=== block 1 ===
### Routing congestion, block 1

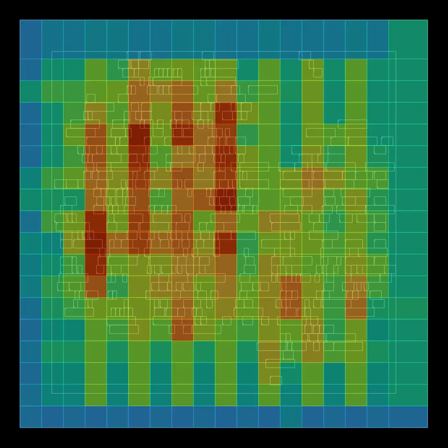

### config.mk
export PLATFORM = sky130hd
export DESIGN_NAME = serial_frame_ctrl
export DESIGN_NICKNAME = d
export VERILOG_FILES = /design/src/rtl/serial_frame_ctrl.sv
export SDC_FILE = /design/constraint.sdc
export NUM_CORES = 1
export LEC_CHECK = 0
export CAP_MARGIN = 20
export CORE_MARGIN = 10
export CORE_UTILIZATION = 30
export DETAILED_ROUTE_END_ITERATION = 8
export PLACE_DENSITY_LB_ADDON = 0.2
export SKIP_LAST_GASP = 1
export SYNTH_ARGS = -nofsm -noshare
export SYNTH_HDL_FRONTEND = slang
export SYNTH_SLANG_ARGS = --single-unit
### constraint.sdc
create_clock -name clk -period 7.1 [get_ports clk]
set_clock_uncertainty 0.2 [all_clocks]
set_input_delay 1.42 -clock clk [delete_from_list [all_inputs] [get_ports clk]]
set_output_delay 1.42 -clock clk [all_outputs]
set_load 0.02 [all_outputs]
### src/rtl/serial_frame_ctrl.sv
// Serial frame receiver: start detect, mid-bit sample strobe, LSB-first assembly, parity/stop check.
// First strobe div/2 cycles after start edge; valid the cycle after the stop strobe; held (no new frame) until ack.
module serial_frame_ctrl #(
    parameter int DATA_W    = 8,
    parameter int DIV_W     = 16,
    parameter int PARITY_EN = 1
) (
    input  logic              clk,
    input  logic              reset,
    input  logic              rx_d,
    input  logic [DIV_W-1:0]  baud_div,
    input  logic              arm,
    input  logic              ack,
    output logic              sample_en,
    output logic [DATA_W-1:0] data_out,
    output logic              valid,
    output logic              parity_err,
    output logic              frame_err,
    output logic              busy
);

    localparam int IDX_W = $clog2(DATA_W + 1);

    localparam logic [2:0] S_IDLE   = 3'd0;
    localparam logic [2:0] S_ARMED  = 3'd1;
    localparam logic [2:0] S_START  = 3'd2;
    localparam logic [2:0] S_DATA   = 3'd3;
    localparam logic [2:0] S_PARITY = 3'd4;
    localparam logic [2:0] S_STOP   = 3'd5;
    localparam logic [2:0] S_HOLD   = 3'd6;

    logic [2:0]        state;
    logic [DIV_W-1:0]  div_q;
    logic [DIV_W-1:0]  cnt;
    logic [DIV_W-1:0]  div_eff;
    logic [IDX_W-1:0]  idx;
    logic [DATA_W-1:0] shreg;
    logic              par_q;
    logic              active;

    assign div_eff   = (baud_div < DIV_W'(4)) ? DIV_W'(4) : baud_div;
    assign active    = (state == S_START) || (state == S_DATA) ||
                       (state == S_PARITY) || (state == S_STOP);
    assign busy      = (state != S_IDLE) && (state != S_ARMED);
    assign sample_en = active && (cnt == '0);

    always_ff @(posedge clk or posedge reset) begin
        if (reset) begin
            state      <= S_IDLE;
            div_q      <= '0;
            cnt        <= '0;
            idx        <= '0;
            shreg      <= '0;
            par_q      <= 1'b0;
            data_out   <= '0;
            valid      <= 1'b0;
            parity_err <= 1'b0;
            frame_err  <= 1'b0;
        end else begin
            if (active) begin
                if (cnt == '0) cnt <= div_q - DIV_W'(1);
                else           cnt <= cnt - DIV_W'(1);
            end

            case (state)
                S_IDLE: begin
                    if (arm) state <= S_ARMED;
                end
                S_ARMED: begin
                    if (!arm) begin
                        state <= S_IDLE;
                    end else if (!rx_d) begin
                        div_q <= div_eff;
                        cnt   <= (div_eff >> 1) - DIV_W'(1);
                        par_q <= 1'b0;
                        state <= S_START;
                    end
                end
                S_START: begin
                    // A line that is high again at mid-bit was a glitch, not a start bit.
                    if (sample_en) begin
                        if (rx_d) begin
                            state <= S_ARMED;
                        end else begin
                            idx   <= '0;
                            state <= S_DATA;
                        end
                    end
                end
                S_DATA: begin
                    if (sample_en) begin
                        // Shifting in from the top leaves the first received bit at [0].
                        shreg <= {rx_d, shreg[DATA_W-1:1]};
                        idx   <= idx + IDX_W'(1);
                        if (idx == IDX_W'(DATA_W - 1))
                            state <= (PARITY_EN != 0) ? S_PARITY : S_STOP;
                    end
                end
                S_PARITY: begin
                    if (sample_en) begin
                        par_q <= (^shreg) ^ rx_d;
                        state <= S_STOP;
                    end
                end
                S_STOP: begin
                    if (sample_en) begin
                        frame_err  <= ~rx_d;
                        parity_err <= par_q;
                        data_out   <= shreg;
                        valid      <= 1'b1;
                        state      <= S_HOLD;
                    end
                end
                S_HOLD: begin
                    if (ack) begin
                        valid      <= 1'b0;
                        parity_err <= 1'b0;
                        frame_err  <= 1'b0;
                        state      <= arm ? S_ARMED : S_IDLE;
                    end
                end
                default: state <= S_IDLE;
            endcase
        end
    end

endmodule
=== block 2 ===
$ cat src/rtl/load_nanofs_file.sv
// load_nanofs_file: loads one file from a nanofs volume over a block-level
// SPI/SD reader.
//
// Load sequence:
// - The header block at start_reg gives a 32-bit little-endian file size
//   in bytes 0-3 and a checksum in byte 4.
// - The payload follows in consecutive blocks from start_reg+1.
// - Each payload byte is offered on data_out/byte_addr with data_valid.
//
// Handshake: data_valid is high only in EMIT. data_out and byte_addr hold
// steady until data_ready is seen high on a clock edge. That edge is the
// transfer.
//
// Optional feature: define NANOFS_CHECKSUM_EN to XOR every emitted byte and
// compare the result with header byte 4 at the end of the load.
//
// debug_leds exposes the low 4 bits of the FSM state.
module load_nanofs_file #(
    parameter logic [31:0] MAX_BYTES   = 32'h0010_0000,
    parameter int unsigned BLOCK_BYTES = 512
) (
    input  logic        clk,
    input  logic        reset,
    input  logic        start,
    input  logic [31:0] start_reg,
    output logic        success,
    output logic        err_signal,
    output logic [31:0] file_size,
    output logic [7:0]  data_out,
    output logic        data_valid,
    input  logic        data_ready,
    output logic [31:0] byte_addr,
    output logic        spi_r_block,
    output logic        spi_r_byte,
    input  logic        spi_busy,
    input  logic        spi_err,
    output logic [31:0] spi_block_addr,
    input  logic [7:0]  spi_data_out,
    output logic [3:0]  debug_leds
);

    typedef enum logic [3:0] {
        IDLE      = 4'd0,
        HDR_OPEN  = 4'd1,
        HDR_WAIT  = 4'd2,
        HDR_BYTE  = 4'd3,
        HDR_BWAIT = 4'd4,
        CLOSE     = 4'd5,
        DAT_OPEN  = 4'd6,
        DAT_WAIT  = 4'd7,
        DAT_BYTE  = 4'd8,
        DAT_BWAIT = 4'd9,
        EMIT      = 4'd10,
        CHECK     = 4'd11,
        SUCCESS   = 4'd12,
        ERROR     = 4'd13
    } state_t;

    state_t      state, state_next;
    logic [2:0]  hdr_cnt;   // header bytes consumed so far (0..5)
    logic [31:0] blk_cnt;   // bytes read from the currently open data block
    logic        in_data;   // header done; block address follows byte_addr
    logic        byte_ok;   // BWAIT sample condition: reader idle, no error
    logic        xfer;      // payload byte accepted by the consumer

`ifdef NANOFS_CHECKSUM_EN
    logic [7:0]  cks_exp;
    logic [7:0]  cks_acc;
`endif

    assign byte_ok = !spi_err && !spi_busy;
    assign xfer    = (state == EMIT) && data_ready;

    // State register
    always_ff @(posedge clk) begin
        if (reset) state <= IDLE;
        else       state <= state_next;
    end

    // Next-state logic; spi_err is checked before spi_busy everywhere
    always_comb begin
        state_next = state;
        case (state)
            IDLE:      if (start) state_next = HDR_OPEN;
            HDR_OPEN:  if (!spi_busy) state_next = HDR_WAIT;
            HDR_WAIT:  if (spi_err) state_next = ERROR;
                       else if (!spi_busy) state_next = HDR_BYTE;
            HDR_BYTE:  state_next = HDR_BWAIT;
            HDR_BWAIT: if (spi_err) state_next = ERROR;
                       else if (!spi_busy) state_next = (hdr_cnt == 3'd4) ? CLOSE : HDR_BYTE;
            CLOSE: begin
                if (!in_data) begin
                    if (file_size > MAX_BYTES)  state_next = ERROR;
                    else if (file_size == '0)   state_next = CHECK;
                    else                        state_next = DAT_OPEN;
                end else if (byte_addr == file_size) begin
                    state_next = CHECK;
                end else begin
                    state_next = DAT_OPEN;
                end
            end
            DAT_OPEN:  if (!spi_busy) state_next = DAT_WAIT;
            DAT_WAIT:  if (spi_err) state_next = ERROR;
                       else if (!spi_busy) state_next = DAT_BYTE;
            DAT_BYTE:  state_next = DAT_BWAIT;
            DAT_BWAIT: if (spi_err) state_next = ERROR;
                       else if (!spi_busy) state_next = EMIT;
            EMIT: begin
                if (data_ready) begin
                    // The last byte also closes its block before CHECK
                    if (byte_addr + 32'd1 == file_size)       state_next = CLOSE;
                    else if (blk_cnt == 32'(BLOCK_BYTES))      state_next = CLOSE;
                    else                                       state_next = DAT_BYTE;
                end
            end
`ifdef NANOFS_CHECKSUM_EN
            CHECK:     state_next = (cks_acc == cks_exp) ? SUCCESS : ERROR;
`else
            CHECK:     state_next = SUCCESS;
`endif
            SUCCESS:   state_next = SUCCESS;
            ERROR:     state_next = ERROR;
            default:   state_next = ERROR;
        endcase
    end

    // Counters, header fields and the payload byte register
    always_ff @(posedge clk) begin
        if (reset) begin
            hdr_cnt   <= '0;
            blk_cnt   <= '0;
            in_data   <= 1'b0;
            file_size <= '0;
            data_out  <= '0;
            byte_addr <= '0;
        end else begin
            case (state)
                IDLE: begin
                    hdr_cnt   <= '0;
                    blk_cnt   <= '0;
                    byte_addr <= '0;
                    in_data   <= 1'b0;
                end
                HDR_BWAIT: if (byte_ok) begin
                    case (hdr_cnt)
                        3'd0:    file_size[7:0]   <= spi_data_out;
                        3'd1:    file_size[15:8]  <= spi_data_out;
                        3'd2:    file_size[23:16] <= spi_data_out;
                        3'd3:    file_size[31:24] <= spi_data_out;
                        default: ;
                    endcase
                    hdr_cnt <= hdr_cnt + 3'd1;
                end
                CLOSE: begin
                    blk_cnt <= '0;
                    in_data <= 1'b1;
                end
                DAT_BWAIT: if (byte_ok) begin
                    data_out <= spi_data_out;
                    blk_cnt  <= blk_cnt + 32'd1;
                end
                EMIT: if (data_ready) byte_addr <= byte_addr + 32'd1;
                default: ;
            endcase
        end
    end

`ifdef NANOFS_CHECKSUM_EN
    // Expected checksum from header byte 4 and running XOR of emitted bytes
    always_ff @(posedge clk) begin
        if (reset) begin
            cks_exp <= '0;
            cks_acc <= '0;
        end else begin
            if (state == IDLE) cks_acc <= '0;
            else if (xfer)     cks_acc <= cks_acc ^ data_out;
            if (state == HDR_BWAIT && byte_ok && hdr_cnt == 3'd4) cks_exp <= spi_data_out;
        end
    end
`endif

    // Moore outputs decoded from the state
    always_comb begin
        success     = (state == SUCCESS);
        err_signal  = (state == ERROR);
        data_valid  = (state == EMIT);
        spi_r_byte  = (state == HDR_BYTE) || (state == DAT_BYTE);
        spi_r_block = (state == HDR_WAIT) || (state == HDR_BYTE) || (state == HDR_BWAIT) ||
                      (state == DAT_WAIT) || (state == DAT_BYTE) || (state == DAT_BWAIT) ||
                      (state == EMIT);
        debug_leds  = state[3:0];
        spi_block_addr = in_data ? (start_reg + 32'd1 + (byte_addr / 32'(BLOCK_BYTES)))
                                 : start_reg;
    end

endmodule

$ cat config.mk
export PLATFORM = sky130hd
export DESIGN_NAME = load_nanofs_file
export DESIGN_NICKNAME = d
export VERILOG_FILES = /design/src/rtl/load_nanofs_file.sv
export SDC_FILE = /design/constraint.sdc
export NUM_CORES = 1
export LEC_CHECK = 0
export CORE_MARGIN = 3
export CORE_UTILIZATION = 60
export DETAILED_ROUTE_END_ITERATION = 10
export DONT_BUFFER_PORTS = 1
export GPL_TIMING_DRIVEN = 0
export PLACE_DENSITY = 0.76
export SLEW_MARGIN = 20
export SYNTH_ARGS = -nofsm -noshare
export SYNTH_HDL_FRONTEND = slang
export SYNTH_SLANG_ARGS = --single-unit
$ cat constraint.sdc
create_clock -name clk -period 6.25 [get_ports clk]
set_input_delay 1.875 -clock clk [delete_from_list [all_inputs] [get_ports clk]]
set_output_delay 1.875 -clock clk [all_outputs]
set_load 0.02 [all_outputs]
=== block 3 ===
**config.mk**
```make
export PLATFORM = sky130hd
export DESIGN_NAME = mat_mem_streamer
export DESIGN_NICKNAME = d
export VERILOG_FILES = /design/src/rtl/mat_mem_streamer.sv
export SDC_FILE = /design/constraint.sdc
export NUM_CORES = 1
export LEC_CHECK = 0
export ABC_CLOCK_PERIOD_IN_PS = 3500
export CORE_ASPECT_RATIO = 0.75
export CORE_MARGIN = 2
export CORE_UTILIZATION = 48
export CTS_BUF_LIST = sky130_fd_sc_hd__clkbuf_8
export CTS_CLUSTER_SIZE = 12
export DETAILED_ROUTE_END_ITERATION = 8
export HOLD_SLACK_MARGIN = 0.02
export PLACE_DENSITY_LB_ADDON = 0.08
export SLEW_MARGIN = 20
export SYNTH_ARGS = -nofsm -noshare
export SYNTH_HDL_FRONTEND = slang
export SYNTH_SLANG_ARGS = --single-unit
```
**constraint.sdc**
```tcl
create_clock -name clk -period 3.5 [get_ports clk]
set_input_delay 0.7 -clock clk [delete_from_list [all_inputs] [get_ports clk]]
set_output_delay 0.7 -clock clk [all_outputs]
set_load 0.02 [all_outputs]
```
**src/rtl/mat_mem_streamer.sv**
```systemverilog
// mat_mem_streamer: writes one m x n matrix into a block-RAM store and streams it back, row- or column-major.
// A 2-entry buffer and a read credit check absorb the store's 1-cycle registered read latency.
module mat_mem_streamer #(
    parameter int DW = 8,
    parameter int m  = 8,
    parameter int n  = 8
) (
    input  logic              clk,
    input  logic              rst_n,
    input  logic              start_wr,
    input  logic              start_rd,
    input  logic              transpose,
    input  logic              in_valid,
    output logic              in_ready,
    input  logic [2*DW-1:0]   in_data,
    output logic              out_valid,
    input  logic              out_ready,
    output logic [2*DW-1:0]   out_data,
    output logic              busy,
    output logic              done,
    output logic              mem_ramEN,
    output logic              mem_writeEN,
    output logic              mem_readEN,
    output logic [m+n-1:0]    mem_addr,
    output logic [m+n-1:0]    mem_wdata,
    input  logic [2*DW-1:0]   mem_rdata
);
    localparam int N   = m * n;
    localparam int AW  = m + n;
    localparam int RW  = m > 1 ? $clog2(m) : 1;
    localparam int CLW = n > 1 ? $clog2(n) : 1;
    localparam int CW  = $clog2(N + 1);

    typedef enum logic [1:0] {IDLE, WRITE, READ} state_t;

    state_t          state, state_nx;
    logic [RW-1:0]   row;
    logic [CLW-1:0]  col;
    logic [CW-1:0]   issued, popped;
    logic            tr, inflight, done_q;
    logic [1:0]      cnt;
    logic [2*DW-1:0] b0, b1;
    logic            wr_hs, pop, issue, adv, last_row, last_col;
    logic [AW-1:0]   idx;

    assign wr_hs    = state == WRITE && in_valid;
    assign pop      = out_valid && out_ready;
    // buffer occupancy after this cycle's pop, counting the read already in flight
    assign issue    = state == READ && issued < CW'(N) &&
                      ({1'b0, cnt} + {2'b0, inflight}) < (3'd2 + {2'b0, pop});
    assign adv      = wr_hs || issue;
    assign last_row = row == RW'(m - 1);
    assign last_col = col == CLW'(n - 1);
    assign idx      = AW'(row) * AW'(n) + AW'(col);

    always_ff @(posedge clk or negedge rst_n) begin
        if (!rst_n)
            state <= IDLE;
        else
            state <= state_nx;
    end

    always_comb begin
        state_nx = state;
        if (state == IDLE)
            state_nx = start_wr ? WRITE : start_rd ? READ : IDLE;
        else if (state == WRITE)
            state_nx = (wr_hs && issued == CW'(N - 1)) ? IDLE : WRITE;
        else
            state_nx = (pop && popped == CW'(N - 1)) ? IDLE : READ;
    end

    always_comb begin
        in_ready    = state == WRITE;
        busy        = state != IDLE;
        done        = done_q;
        out_valid   = cnt != 2'd0;
        out_data    = b0;
        mem_ramEN   = adv;
        mem_writeEN = wr_hs;
        mem_readEN  = issue;
        mem_addr    = adv ? idx : '0;
        mem_wdata   = wr_hs ? AW'(in_data) : '0;
    end

    always_ff @(posedge clk or negedge rst_n) begin
        if (!rst_n) begin
            row      <= '0;
            col      <= '0;
            issued   <= '0;
            popped   <= '0;
            tr       <= 1'b0;
            inflight <= 1'b0;
            done_q   <= 1'b0;
            cnt      <= 2'd0;
            b0       <= '0;
            b1       <= '0;
        end else begin
            done_q   <= state != IDLE && state_nx == IDLE;
            inflight <= issue;
            if (state == IDLE) begin
                row    <= '0;
                col    <= '0;
                issued <= '0;
                popped <= '0;
                tr     <= start_rd && !start_wr && transpose;
            end else begin
                if (adv) begin
                    issued <= issued + 1'b1;
                    if (tr && state == READ) begin
                        row <= last_row ? '0 : row + 1'b1;
                        if (last_row)
                            col <= last_col ? '0 : col + 1'b1;
                    end else begin
                        col <= last_col ? '0 : col + 1'b1;
                        if (last_col)
                            row <= last_row ? '0 : row + 1'b1;
                    end
                end
                if (pop)
                    popped <= popped + 1'b1;
            end
            case ({inflight, pop})
                2'b10: begin
                    if (cnt == 2'd0)
                        b0 <= mem_rdata;
                    else
                        b1 <= mem_rdata;
                    cnt <= cnt + 1'b1;
                end
                2'b01: begin
                    b0  <= b1;
                    cnt <= cnt - 1'b1;
                end
                2'b11: begin
                    b0 <= cnt == 2'd1 ? mem_rdata : b1;
                    b1 <= mem_rdata;
                end
                default: ;
            endcase
        end
    end
endmodule
```
=== block 4 ===
`src/rtl/axi4_w_sender_buf_if.sv`:
```
`default_nettype none
// ============================================================================
// Module  : axi4_w_sender_buf_if
// Brief   : AXI4 W-channel signal bundle with master and slave views.
// Rev     : 1.0 - initial release
// ============================================================================
interface axi4_w_sender_buf_if #(
    parameter int DATA_WIDTH = 64,
    parameter int USER_WIDTH = 6
);
    logic [DATA_WIDTH-1:0]   wdata;
    logic [DATA_WIDTH/8-1:0] wstrb;
    logic                    wlast;
    logic [USER_WIDTH-1:0]   wuser;
    logic                    wvalid;
    logic                    wready;

    modport master (output wdata, wstrb, wlast, wuser, wvalid, input wready);
    modport slave  (input wdata, wstrb, wlast, wuser, wvalid, output wready);
endinterface
`default_nettype wire

```
`src/rtl/axi4_w_sender_buf.sv`:
```
`default_nettype none
// ============================================================================
// Module  : axi4_w_sender_buf
// Brief   : Buffered W-channel sender; drains bursts in AW decision order,
//           forwarding or dropping each. Optional cut-through: AXI4_W_SENDER_BYPASS_EN.
// Rev     : 1.0 - initial release
// ============================================================================
module axi4_w_sender_buf #(
    parameter int AXI_DATA_WIDTH     = 64,
    parameter int AXI_USER_WIDTH     = 6,
    parameter int W_BUFFER_DEPTH     = 16,
    parameter int LOG_W_BUFFER_DEPTH = 4,
    parameter int TRANS_DEPTH        = 8,
    parameter int LOG_TRANS_DEPTH    = 3
) (
    input  logic                axi4_aclk,
    input  logic                axi4_arstn,
    input  logic                dec_valid,
    input  logic                dec_drop,
    output logic                dec_ready,
    output logic                stall_aw,
    output logic                drop_done,
    output logic                wlast_received,
    input  logic                response_sent,
    axi4_w_sender_buf_if.slave  s_axi4_w,
    axi4_w_sender_buf_if.master m_axi4_w
);
    localparam int c_STRB_WIDTH = AXI_DATA_WIDTH / 8;
    localparam int c_BEAT_WIDTH = 1 + AXI_USER_WIDTH + c_STRB_WIDTH + AXI_DATA_WIDTH;
    localparam logic [LOG_W_BUFFER_DEPTH:0]   c_W_FULL       = (LOG_W_BUFFER_DEPTH+1)'(W_BUFFER_DEPTH);
    localparam logic [LOG_W_BUFFER_DEPTH-1:0] c_W_LAST_IDX   = LOG_W_BUFFER_DEPTH'(W_BUFFER_DEPTH-1);
    localparam logic [LOG_TRANS_DEPTH:0]      c_DEC_FULL     = (LOG_TRANS_DEPTH+1)'(TRANS_DEPTH);
    localparam logic [LOG_TRANS_DEPTH-1:0]    c_DEC_LAST_IDX = LOG_TRANS_DEPTH'(TRANS_DEPTH-1);
    localparam logic [LOG_TRANS_DEPTH:0]      c_WL_MAX       = {(LOG_TRANS_DEPTH+1){1'b1}};

    typedef enum logic [1:0] {
        ST_IDLE = 2'd0,
        ST_FWD  = 2'd1,
        ST_DROP = 2'd2
    } state_t;

    state_t                      r_state;
    logic                        r_dec_mem [TRANS_DEPTH];
    logic [LOG_TRANS_DEPTH-1:0]  r_dec_wptr, r_dec_rptr;
    logic [LOG_TRANS_DEPTH:0]    r_dec_cnt;
    logic [c_BEAT_WIDTH-1:0]     r_w_mem [W_BUFFER_DEPTH];
    logic [LOG_W_BUFFER_DEPTH-1:0] r_w_wptr, r_w_rptr;
    logic [LOG_W_BUFFER_DEPTH:0] r_w_cnt;
    logic [LOG_TRANS_DEPTH:0]    r_wlast_cnt;

    logic                        w_dec_ready, w_dec_push, w_dec_pop;
    logic                        w_w_full, w_w_empty, w_w_push, w_w_pop, w_w_bypass;
    logic                        w_s_ready, w_s_hs, w_burst_end, w_drop_done;
    logic                        w_wl_inc, w_wl_dec;
    logic [c_BEAT_WIDTH-1:0]     w_s_beat, w_head;
    logic [AXI_DATA_WIDTH-1:0]   w_head_data;
    logic [c_STRB_WIDTH-1:0]     w_head_strb;
    logic [AXI_USER_WIDTH-1:0]   w_head_user;
    logic                        w_head_last;

    assign w_dec_ready    = (r_dec_cnt != c_DEC_FULL);
    assign dec_ready      = w_dec_ready;
    assign stall_aw       = ~w_dec_ready;
    assign w_dec_push     = dec_valid & w_dec_ready;
    assign w_dec_pop      = (r_state == ST_IDLE) && (r_dec_cnt != '0);

    assign w_w_full       = (r_w_cnt == c_W_FULL);
    assign w_w_empty      = (r_w_cnt == '0);
    assign w_s_beat       = {s_axi4_w.wlast, s_axi4_w.wuser, s_axi4_w.wstrb, s_axi4_w.wdata};
    assign w_head         = r_w_mem[r_w_rptr];
    assign w_head_data    = w_head[AXI_DATA_WIDTH-1:0];
    assign w_head_strb    = w_head[AXI_DATA_WIDTH +: c_STRB_WIDTH];
    assign w_head_user    = w_head[AXI_DATA_WIDTH+c_STRB_WIDTH +: AXI_USER_WIDTH];
    assign w_head_last    = w_head[c_BEAT_WIDTH-1];

    // Master outputs stay zero unless a beat is actually being presented.
    always_comb begin
        m_axi4_w.wdata  = '0;
        m_axi4_w.wstrb  = '0;
        m_axi4_w.wlast  = 1'b0;
        m_axi4_w.wuser  = '0;
        m_axi4_w.wvalid = 1'b0;
        w_s_ready       = ~w_w_full;
        w_w_bypass      = 1'b0;
        w_w_pop         = 1'b0;
        w_burst_end     = 1'b0;
        w_drop_done     = 1'b0;
        case (r_state)
            ST_FWD: begin
                if (!w_w_empty) begin
                    m_axi4_w.wdata  = w_head_data;
                    m_axi4_w.wstrb  = w_head_strb;
                    m_axi4_w.wlast  = w_head_last;
                    m_axi4_w.wuser  = w_head_user;
                    m_axi4_w.wvalid = 1'b1;
                    w_w_pop         = m_axi4_w.wready;
                    w_burst_end     = m_axi4_w.wready & w_head_last;
                end
`ifdef AXI4_W_SENDER_BYPASS_EN
                else begin
                    // Cut-through only while nothing older is buffered, so order holds.
                    w_w_bypass      = 1'b1;
                    m_axi4_w.wdata  = s_axi4_w.wdata;
                    m_axi4_w.wstrb  = s_axi4_w.wstrb;
                    m_axi4_w.wlast  = s_axi4_w.wlast;
                    m_axi4_w.wuser  = s_axi4_w.wuser;
                    m_axi4_w.wvalid = s_axi4_w.wvalid;
                    w_s_ready       = m_axi4_w.wready;
                    w_burst_end     = s_axi4_w.wvalid & m_axi4_w.wready & s_axi4_w.wlast;
                end
`endif
            end
            ST_DROP: begin
                if (!w_w_empty) begin
                    w_w_pop     = 1'b1;
                    w_burst_end = w_head_last;
                    w_drop_done = w_head_last;
                end
            end
            default: ;
        endcase
    end

    assign s_axi4_w.wready = w_s_ready;
    assign drop_done       = w_drop_done;
    assign w_s_hs          = s_axi4_w.wvalid & w_s_ready;
    assign w_w_push        = w_s_hs & ~w_w_bypass;

    always_ff @(posedge axi4_aclk) begin
        if (w_w_push)   r_w_mem[r_w_wptr]     <= w_s_beat;
        if (w_dec_push) r_dec_mem[r_dec_wptr] <= dec_drop;
    end

    always_ff @(posedge axi4_aclk or negedge axi4_arstn) begin
        if (!axi4_arstn) begin
            r_dec_wptr <= '0;
            r_dec_rptr <= '0;
            r_dec_cnt  <= '0;
            r_w_wptr   <= '0;
            r_w_rptr   <= '0;
            r_w_cnt    <= '0;
        end else begin
            if (w_dec_push) r_dec_wptr <= (r_dec_wptr == c_DEC_LAST_IDX) ? '0 : r_dec_wptr + 1'b1;
            if (w_dec_pop)  r_dec_rptr <= (r_dec_rptr == c_DEC_LAST_IDX) ? '0 : r_dec_rptr + 1'b1;
            if (w_dec_push && !w_dec_pop)      r_dec_cnt <= r_dec_cnt + 1'b1;
            else if (w_dec_pop && !w_dec_push) r_dec_cnt <= r_dec_cnt - 1'b1;

            if (w_w_push) r_w_wptr <= (r_w_wptr == c_W_LAST_IDX) ? '0 : r_w_wptr + 1'b1;
            if (w_w_pop)  r_w_rptr <= (r_w_rptr == c_W_LAST_IDX) ? '0 : r_w_rptr + 1'b1;
            if (w_w_push && !w_w_pop)      r_w_cnt <= r_w_cnt + 1'b1;
            else if (w_w_pop && !w_w_push) r_w_cnt <= r_w_cnt - 1'b1;
        end
    end

    always_ff @(posedge axi4_aclk or negedge axi4_arstn) begin
        if (!axi4_arstn) begin
            r_state <= ST_IDLE;
        end else begin
            case (r_state)
                ST_IDLE: if (w_dec_pop) r_state <= r_dec_mem[r_dec_rptr] ? ST_DROP : ST_FWD;
                ST_FWD,
                ST_DROP: if (w_burst_end) r_state <= ST_IDLE;
                default: r_state <= ST_IDLE;
            endcase
        end
    end

    // Completed-burst count for the B sender; a response with nothing pending is ignored.
    assign w_wl_inc = w_s_hs & s_axi4_w.wlast;
    assign w_wl_dec = response_sent & (r_wlast_cnt != '0);

    always_ff @(posedge axi4_aclk or negedge axi4_arstn) begin
        if (!axi4_arstn) begin
            r_wlast_cnt <= '0;
        end else if (w_wl_inc && !w_wl_dec) begin
            if (r_wlast_cnt != c_WL_MAX) r_wlast_cnt <= r_wlast_cnt + 1'b1;
        end else if (w_wl_dec && !w_wl_inc) begin
            r_wlast_cnt <= r_wlast_cnt - 1'b1;
        end
    end

    assign wlast_received = (r_wlast_cnt != '0);
endmodule
`default_nettype wire
```
`src/flat_wrapper.sv`:
```
// flat-port wrapper written by rule: the top's interface ports become plain ports
module axi4_w_sender_buf_flat 
#(
    parameter int AXI_DATA_WIDTH     = 64,
    parameter int AXI_USER_WIDTH     = 6,
    parameter int W_BUFFER_DEPTH     = 16,
    parameter int LOG_W_BUFFER_DEPTH = 4,
    parameter int TRANS_DEPTH        = 8,
    parameter int LOG_TRANS_DEPTH    = 3
)
  (axi4_aclk, axi4_arstn, dec_valid, dec_drop, dec_ready, stall_aw, drop_done, wlast_received, response_sent, s_axi4_w_wdata, s_axi4_w_wstrb, s_axi4_w_wlast, s_axi4_w_wuser, s_axi4_w_wvalid, s_axi4_w_wready, m_axi4_w_wdata, m_axi4_w_wstrb, m_axi4_w_wlast, m_axi4_w_wuser, m_axi4_w_wvalid, m_axi4_w_wready);
  axi4_w_sender_buf_if s_axi4_w_i ();
  axi4_w_sender_buf_if m_axi4_w_i ();
  input  logic axi4_aclk;
  input  logic axi4_arstn;
  input  logic dec_valid;
  input  logic dec_drop;
  output logic dec_ready;
  output logic stall_aw;
  output logic drop_done;
  output logic wlast_received;
  input  logic response_sent;
  input wire logic [$bits(s_axi4_w_i.wdata)-1:0] s_axi4_w_wdata;
  input wire logic [$bits(s_axi4_w_i.wstrb)-1:0] s_axi4_w_wstrb;
  input wire logic [$bits(s_axi4_w_i.wlast)-1:0] s_axi4_w_wlast;
  input wire logic [$bits(s_axi4_w_i.wuser)-1:0] s_axi4_w_wuser;
  input wire logic [$bits(s_axi4_w_i.wvalid)-1:0] s_axi4_w_wvalid;
  output wire logic [$bits(s_axi4_w_i.wready)-1:0] s_axi4_w_wready;
  output wire logic [$bits(m_axi4_w_i.wdata)-1:0] m_axi4_w_wdata;
  output wire logic [$bits(m_axi4_w_i.wstrb)-1:0] m_axi4_w_wstrb;
  output wire logic [$bits(m_axi4_w_i.wlast)-1:0] m_axi4_w_wlast;
  output wire logic [$bits(m_axi4_w_i.wuser)-1:0] m_axi4_w_wuser;
  output wire logic [$bits(m_axi4_w_i.wvalid)-1:0] m_axi4_w_wvalid;
  input wire logic [$bits(m_axi4_w_i.wready)-1:0] m_axi4_w_wready;
  assign s_axi4_w_i.wdata = s_axi4_w_wdata;
  assign s_axi4_w_i.wstrb = s_axi4_w_wstrb;
  assign s_axi4_w_i.wlast = s_axi4_w_wlast;
  assign s_axi4_w_i.wuser = s_axi4_w_wuser;
  assign s_axi4_w_i.wvalid = s_axi4_w_wvalid;
  assign s_axi4_w_wready = s_axi4_w_i.wready;
  assign m_axi4_w_wdata = m_axi4_w_i.wdata;
  assign m_axi4_w_wstrb = m_axi4_w_i.wstrb;
  assign m_axi4_w_wlast = m_axi4_w_i.wlast;
  assign m_axi4_w_wuser = m_axi4_w_i.wuser;
  assign m_axi4_w_wvalid = m_axi4_w_i.wvalid;
  assign m_axi4_w_i.wready = m_axi4_w_wready;
  axi4_w_sender_buf #(.AXI_DATA_WIDTH(AXI_DATA_WIDTH), .AXI_USER_WIDTH(AXI_USER_WIDTH), .W_BUFFER_DEPTH(W_BUFFER_DEPTH), .LOG_W_BUFFER_DEPTH(LOG_W_BUFFER_DEPTH), .TRANS_DEPTH(TRANS_DEPTH), .LOG_TRANS_DEPTH(LOG_TRANS_DEPTH)) u_core (.axi4_aclk(axi4_aclk), .axi4_arstn(axi4_arstn), .dec_valid(dec_valid), .dec_drop(dec_drop), .dec_ready(dec_ready), .stall_aw(stall_aw), .drop_done(drop_done), .wlast_received(wlast_received), .response_sent(response_sent), .s_axi4_w(s_axi4_w_i), .m_axi4_w(m_axi4_w_i));
endmodule
```
`config.mk`:
```
export PLATFORM = sky130hd
export DESIGN_NAME = axi4_w_sender_buf_flat
export DESIGN_NICKNAME = d
export VERILOG_FILES = /design/src/rtl/axi4_w_sender_buf_if.sv /design/src/rtl/axi4_w_sender_buf.sv /design/src/flat_wrapper.sv
export SDC_FILE = /design/constraint.sdc
export NUM_CORES = 1
export LEC_CHECK = 0
export ABC_AREA = 1
export CAP_MARGIN = 10
export CORE_ASPECT_RATIO = 0.9
export CORE_MARGIN = 2
export CORE_UTILIZATION = 50
export CTS_CLUSTER_DIAMETER = 80
export DETAILED_ROUTE_END_ITERATION = 16
export DONT_BUFFER_PORTS = 1
export HOLD_SLACK_MARGIN = 0.15
export PLACE_DENSITY_LB_ADDON = 0.25
export SYNTH_ARGS = -nofsm -noshare
export SYNTH_HDL_FRONTEND = slang
export SYNTH_SLANG_ARGS = --single-unit
```
`constraint.sdc`:
```
create_clock -name axi4_aclk -period 11.1 [get_ports axi4_aclk]
set_clock_uncertainty 0.05 [all_clocks]
set_input_delay 1.11 -clock axi4_aclk [delete_from_list [all_inputs] [get_ports axi4_aclk]]
set_output_delay 1.11 -clock axi4_aclk [all_outputs]
set_load 0.02 [all_outputs]
```
### Routed clock nets over the placement, block 3

Drawn at 4 px/um.
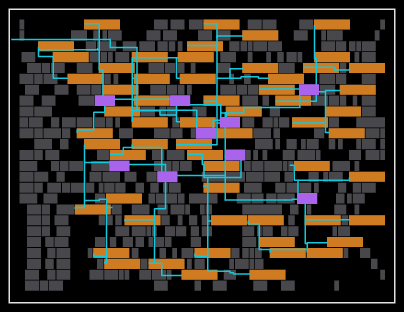
Key: purple = clock-net drivers [count 9]; cyan = clock wires [length 778 um]; orange = flip-flops [count 59]
There are 10 routed clock nets. Position of the flops: widely spread.
clk latency late pin: 0.33 ns
power share of the clock group: 16.5%
clock skew: 0.005735 ns
P_clk: 0.606 mW

==> results.sh, block 3 <==
# flow metrics
export IMPL_finalSetupViolCount=0
export IMPL_cts_path_max_buffers=2
export IMPL_crit_path_start="out_ready"
export IMPL_crit_slowest_cell="clkdlybuf4s50_1"
export IMPL_fp_coreArea_um2=6225
export IMPL_pwr_share_comb_pct=51.0
export IMPL_path_cells="clkdlybuf4s50_1 -> or3b_4 -> a21bo_2 -> nand2_1 -> clkdlybuf4s50_1"
export IMPL_top_area_share_pct=48.48
export IMPL_ys_sh_aoi_pct=16.15
export IMPL_drc=0
export IMPL_root_buffer="clkbuf_8"
export IMPL_wl_met1_um=2974
export IMPL_start_kind="primary input"
export IMPL_taps=81
export IMPL_clock_cell_area_share_pct=4.609
export IMPL_place_ws_ns=0.05403
export IMPL_worstSetupPathType="in -> out"
export IMPL_critPathCapture="mem_ramEN"
export IMPL_cts_sinks=59
export IMPL_switching_share_pct=38.72
export IMPL_powerDensity_nw_per_um2=868.1
export IMPL_min_period_ns=3.351
export IMPL_finalClockPeriodUsage_pct=95.73
export IMPL_fp_util_pct=48.92
export IMPL_synthesis_area_um2=3045
export IMPL_finalHoldViolCount=0
export IMPL_powerComb_mw=1.87
export IMPL_seq_area_um2=1476
export IMPL_synth_logic_top_family="AND-OR/OR-AND gates"
export IMPL_cts_tree="yes"
export IMPL_ys_warn_count=0
export IMPL_area_growth_syn_to_layout_pct=39.07
export IMPL_comb_area_share_pct=33.97
export IMPL_fin_cells=474
export IMPL_n_clock_buffer=10
export IMPL_fillerInstances=484
export IMPL_top_cell="dfrtp_1"
export IMPL_ys_types=46
export IMPL_grt_max_degree=44
export IMPL_cp_required_ns=2.80
export IMPL_hpwl_um=4830
export IMPL_r2r_end="b1[4]"
export IMPL_dr_first_iter_drc_count=101
export IMPL_tool_warnings=29
export IMPL_top_layer="met4"
export IMPL_outcome="completed"
export IMPL_enable_flop_cells=0
export IMPL_via_count=2478
export IMPL_die_y_um=72.98
export IMPL_vias_per_cell=5.228
export IMPL_slew_violations=0
export IMPL_ys_sh_simple_pct=15.37
export IMPL_cap_violations=0
export IMPL_n_all_buffers=98
export IMPL_p_seq_mw=1.20
export IMPL_syn_area_per_cell_um2=10.39
export IMPL_setup_tns_ns=0
export IMPL_use_met3_pct=9.298
export IMPL_nMultiInputCombCells=208
export IMPL_drive_above_1_share_pct=13.23
export IMPL_flops=59
export IMPL_io_pin_count=94
export IMPL_utilization_pct=68.04
export IMPL_n_antenna_cell=0
export IMPL_async_flop_share_pct=100.0
export IMPL_r2r_slack_ns=1.18
export IMPL_worst_pin_slew_ns=0.6111
export IMPL_clkTransAtPathRegs_ns=0.07
export IMPL_overflow=0
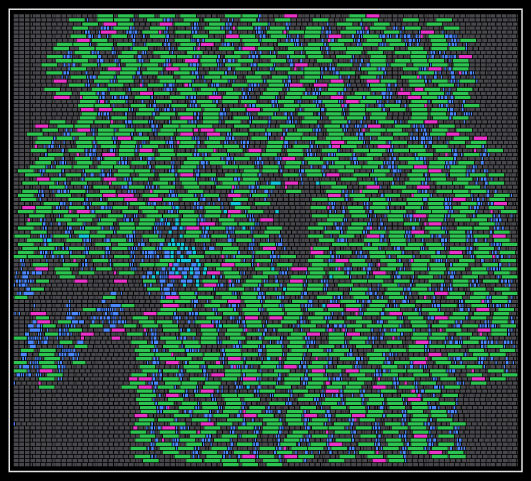
*Cells colored by class, block 4*
Drawn at 1.5 px/um. Fill, decap, tap and diode cells in gray.
Key: green = registers [cells 1301, share of their area 71%]; magenta = clock drivers and dummy loads [cells 232, share of their area 7.4%]; cyan = remaining buffers and delay cells [cells 55, share of their area 0.85%]; blue = remaining logic cells [cells 2263, share of their area 20%]
row count: 111
Seq/total area: 69.17%
finished layout cell area: 56290 um^2

==> results.sh, block 4 <==
# flow metrics
export IMPL_largest_area_cell="edfxtp_1"
export IMPL_dp_cells=4973
export IMPL_cp_max_fo=112
export IMPL_dr_pass1_iters=5
export IMPL_worstSetupPathType="reg -> out"
export IMPL_start_kind="flip-flop"
export IMPL_inverters_excl_clock=50
export IMPL_worstSkewPairLatency_ns=0.74
export IMPL_seq_area_um2=38930
export IMPL_powerComb_mw=4.29
export IMPL_fillerInstances=8096
export IMPL_p_seq_mw=6.14
export IMPL_setup_ws_ns=4.196
export IMPL_min_period_ns=6.904
export IMPL_holdPathStages=0
export IMPL_comb_area_share_pct=19.43
export IMPL_crit_path_start="u_core.r_w_rptr[0]"
export IMPL_setup_tns_ns=0
export IMPL_n_all_buffers=55
export IMPL_hpwl_um=57810
export IMPL_slew_violations=0
export IMPL_ys_types=31
export IMPL_dr_first_iter_drc_count=3601
export IMPL_root_buffer="clkbuf_16"
export IMPL_cts_sinks=1301
export IMPL_grt_antenna_before_repair=1
export IMPL_largest_class="registers"
export IMPL_final_common_cell="edfxtp_1"
export IMPL_dieArea_um2=104700
export IMPL_p_leak_nw=17.81
export IMPL_vias_per_cell=5.973
export IMPL_r2r_start="u_core.r_w_cnt[0]"
export IMPL_ys_ff=1301
export IMPL_arrival_ns=5.74
export IMPL_reg2reg_depth=8
export IMPL_ys_seq_share_pct=76.22
export IMPL_ys_sh_simple_pct=8.264
export IMPL_max_freq_ghz=0.1448
export IMPL_enable_flop_cells=1272
export IMPL_outcome="completed"
export IMPL_die_w_um=340.9
export IMPL_wl_met3_um=10220
export IMPL_yosys_stat_cells=3824
export IMPL_place_ws_ns=4.970
export IMPL_htree_num_levels=4
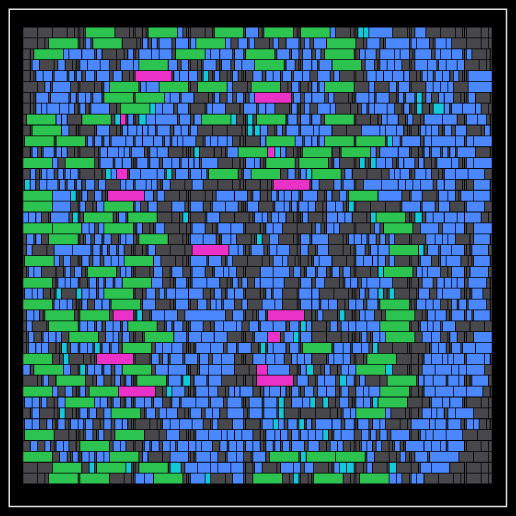
*Cells colored by class, block 2*
Drawn at 4 px/um. Fill, decap, tap and diode cells in gray.
Key: blue = remaining logic cells [cells 957, share of their area 68%]; cyan = remaining buffers and delay cells [cells 68, share of their area 3.2%]; magenta = clock drivers and dummy loads [cells 15, share of their area 3.1%]; green = registers [cells 112, share of their area 26%]
finished layout cell area: 8912 um^2
row count: 42
core area: 13400 um^2
final core utilization: 66.51%
Seq/total area: 25.16%

==> results.sh, block 2 <==
# flow metrics
export IMPL_bufAreaShareNonClock_pct=3.075
export IMPL_cap_violations=0
export IMPL_synthesis_area_um2=8347
export IMPL_r2r_end="debug_leds[0]"
export IMPL_p_leak_nw=3.079
export IMPL_ant_nets=0
export IMPL_largest_class="logic gates"
export IMPL_async_flop_share_pct=0
export IMPL_place_congestion=1.012
export IMPL_setup_ws_ns=0.1348
export IMPL_vias_per_cell=6.511
export IMPL_ys_sh_xor_pct=9.759
export IMPL_die_w_um=123.9
export IMPL_arrival_ns=4.24
export IMPL_grt_max_degree=18
export IMPL_clock_cell_area_share_pct=3.046
export IMPL_n_antenna_cell=0
export IMPL_io_pin_count=159
export IMPL_wl_met1_um=10800
export IMPL_area_growth_syn_to_layout_pct=6.776
export IMPL_worstSkewPairLatency_ns=0.36
export IMPL_outcome="completed"
export IMPL_critPathCaptureType="output port"
export IMPL_cp_depth=12
export IMPL_tool_warnings=31
export IMPL_cts_tree="yes"
export IMPL_overflow=0
export IMPL_yosys_area_um2=8347
export IMPL_yosys_area_share_adder_pct=5.007
export IMPL_worst_pin_slew_ns=0.9778
export IMPL_dr_wl_met2_um=11370
export IMPL_clk_power_mw=0.547
export IMPL_inverters_excl_clock=33
export IMPL_internal_power_mw=1.165
export IMPL_dieArea_um2=15360
export IMPL_wire_per_inst_um=19.57
export IMPL_use_met3_pct=8.629
export IMPL_area_leaders="dfxtp_1 27%, a21oi_1 6.7%, nand2_1 5.7%"
export IMPL_drive_above_1_share_pct=6.163
export IMPL_grt_util_met1_pct=44.00
export IMPL_worstSetupPathType="in -> out"
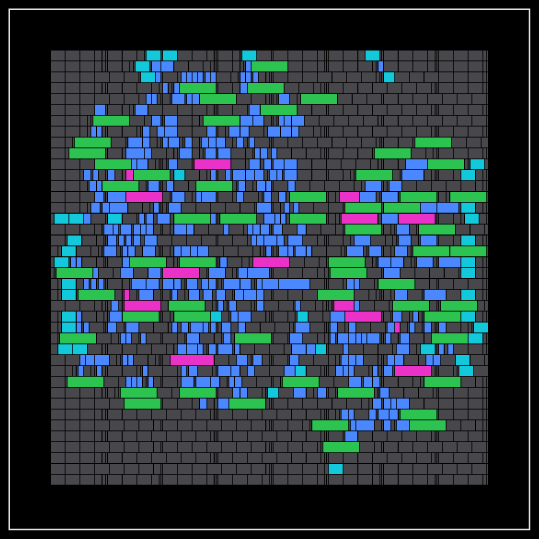
*Cells colored by class, block 1*
Drawn at 4 px/um. Fill, decap, tap and diode cells in gray.
Key: blue = remaining logic cells [cells 326, share of their area 49%]; green = registers [cells 59, share of their area 35%]; cyan = remaining buffers and delay cells [cells 40, share of their area 9.1%]; magenta = clock drivers and dummy loads [cells 15, share of their area 7.0%]

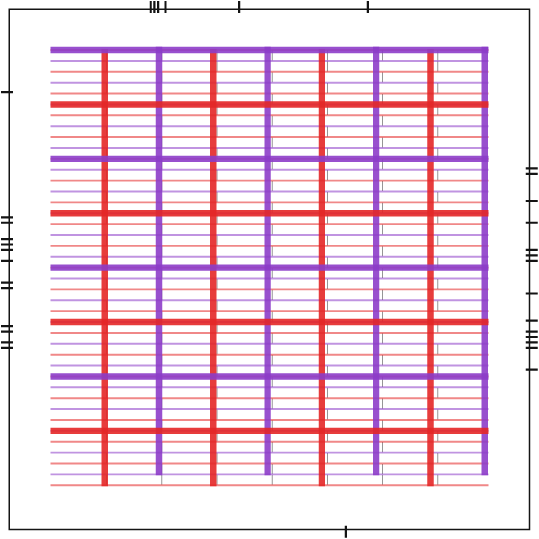
*Supply network, block 1*
Drawn at 4 px/um. Pins as bars on the die edge. Tap cells in gray.
Key: red = VSS; purple = VDD
8 straps on met4. 147 tap cells. 41 met1 rails follow the rows. The core has 40 rows. 8 straps on met5.
worst vdd ir: 0.1193 mV
core area: 11910 um^2

Notes on 'Routing congestion' of block 1 above:
drt wl/cell: 16.17 um
final core utilization: 36.85%
most used routing layer: met2

==> results.sh, block 1 <==
# flow metrics
export IMPL_io_pin_count=34
export IMPL_cts_buffers=9
export IMPL_hold_slack_ns=0.2712
export IMPL_pwr_share_comb_pct=24.8
export IMPL_drc=0
export IMPL_grt_util_met1_pct=14.90
export IMPL_grt_pass1_vias=3108
export IMPL_outcome="completed"
export IMPL_holdPathStages=2
export IMPL_min_path_type="reg -> reg"
export IMPL_overflow=0
export IMPL_top_cells_by_count="62 x nand2_1, 59 x dfrtp_1, 28 x nor2_1"
export IMPL_hp_start="valid"
export IMPL_dr_first_iter_drc_count=268
export IMPL_grt_pass1_wl_um=15740
export IMPL_bufAreaShareNonClock_pct=8.723
export IMPL_use_met3_pct=3.529
export IMPL_holdPathEnd="valid"
export IMPL_cts_hold_buf=0
export IMPL_place_ws_ns=2.153
export IMPL_ys_flop_type="dfrtp_1"
export IMPL_top_area_share_pct=40.90
export IMPL_cap_violations=0
export IMPL_largest_class="logic gates"
export IMPL_ant_nets=0
export IMPL_r2r_start="cnt[3]"
export IMPL_vias_per_cell=5.359
export IMPL_cp_top_family="simple AND/OR/NAND/NOR gates"
export IMPL_cts_tree="yes"
export IMPL_crit_path_start="baud_div[4]"
export IMPL_p_leak_nw=1.841
export IMPL_ys_types=59
export IMPL_p_seq_share_pct=42.5
export IMPL_min_period_ns=4.601
export IMPL_via_count=3146
export IMPL_hpwl_um=6787
export IMPL_n_antenna_cell=0
export IMPL_worstSkewPairLatency_ns=0.32
export IMPL_placementRows=40
export IMPL_synth_logic_top_family="simple AND/OR/NAND/NOR gates"
export IMPL_critPathCapture="cnt[12]"
export IMPL_n_clock_buffer=13
export IMPL_clkTransAtPathRegs_ns=0.05
export IMPL_layout_nets=461
export IMPL_start_kind="primary input"
export IMPL_largest_area_cell="dfrtp_1"


==> screenshots <==
Routed metal, one color a layer.
image #1
Drawn at 4 px/um.
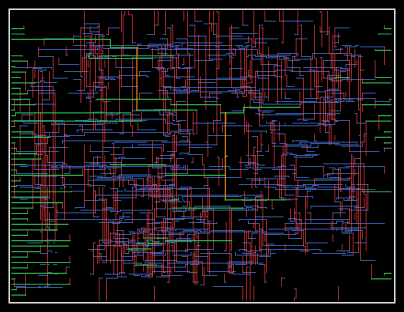
image #2
Drawn at 4 px/um.
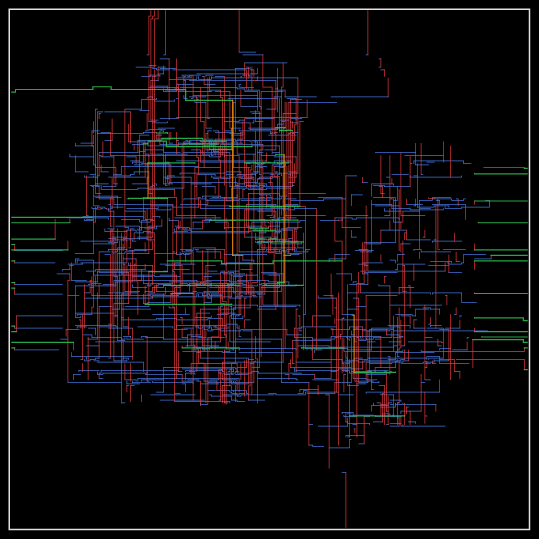
image #3
Drawn at 1.5 px/um.
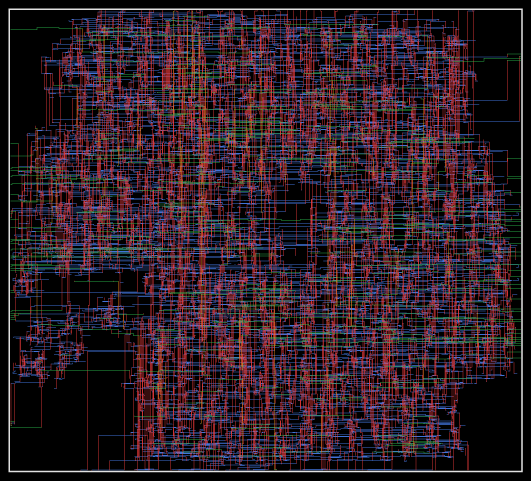
image #4
Drawn at 4 px/um.
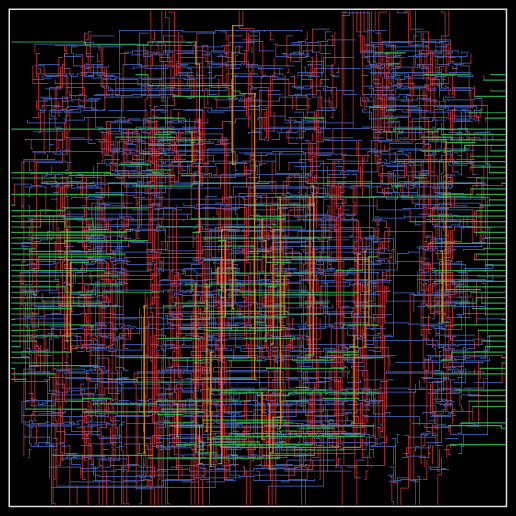
Image #1 comes from block 3.
Image #4 comes from block 2.
Image #2 comes from block 1.
Image #3 comes from block 4.


## Gallery

Supply network.
Plate I
Drawn at 4 px/um. Pins as bars on the die edge. Tap cells in gray.
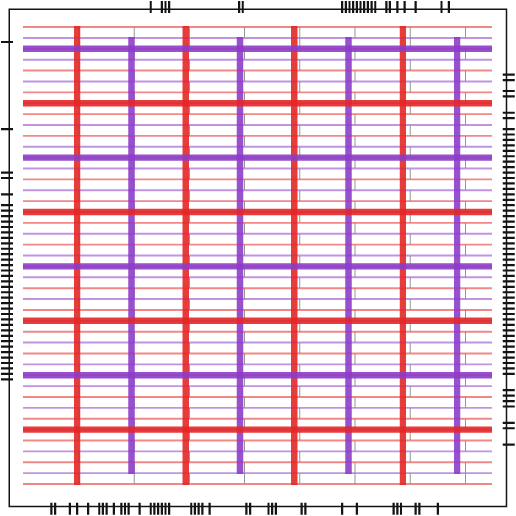
Plate II
Drawn at 4 px/um. Pins as bars on the die edge. Tap cells in gray.
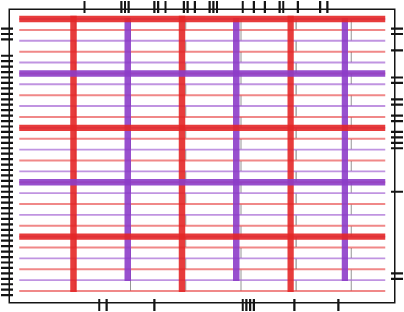
Plate III
Drawn at 1.5 px/um. Pins as bars on the die edge. Tap cells in gray.
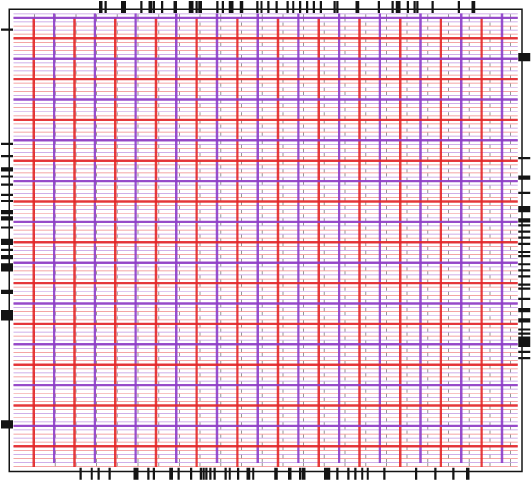
The one with the fewest pins is Plate II.
| from | picture |
|---|---|
| block 4 | Plate III |
| block 3 | Plate II |
| block 2 | Plate I |

Power figures rest on the tool's default switching activity, not on a simulated workload.
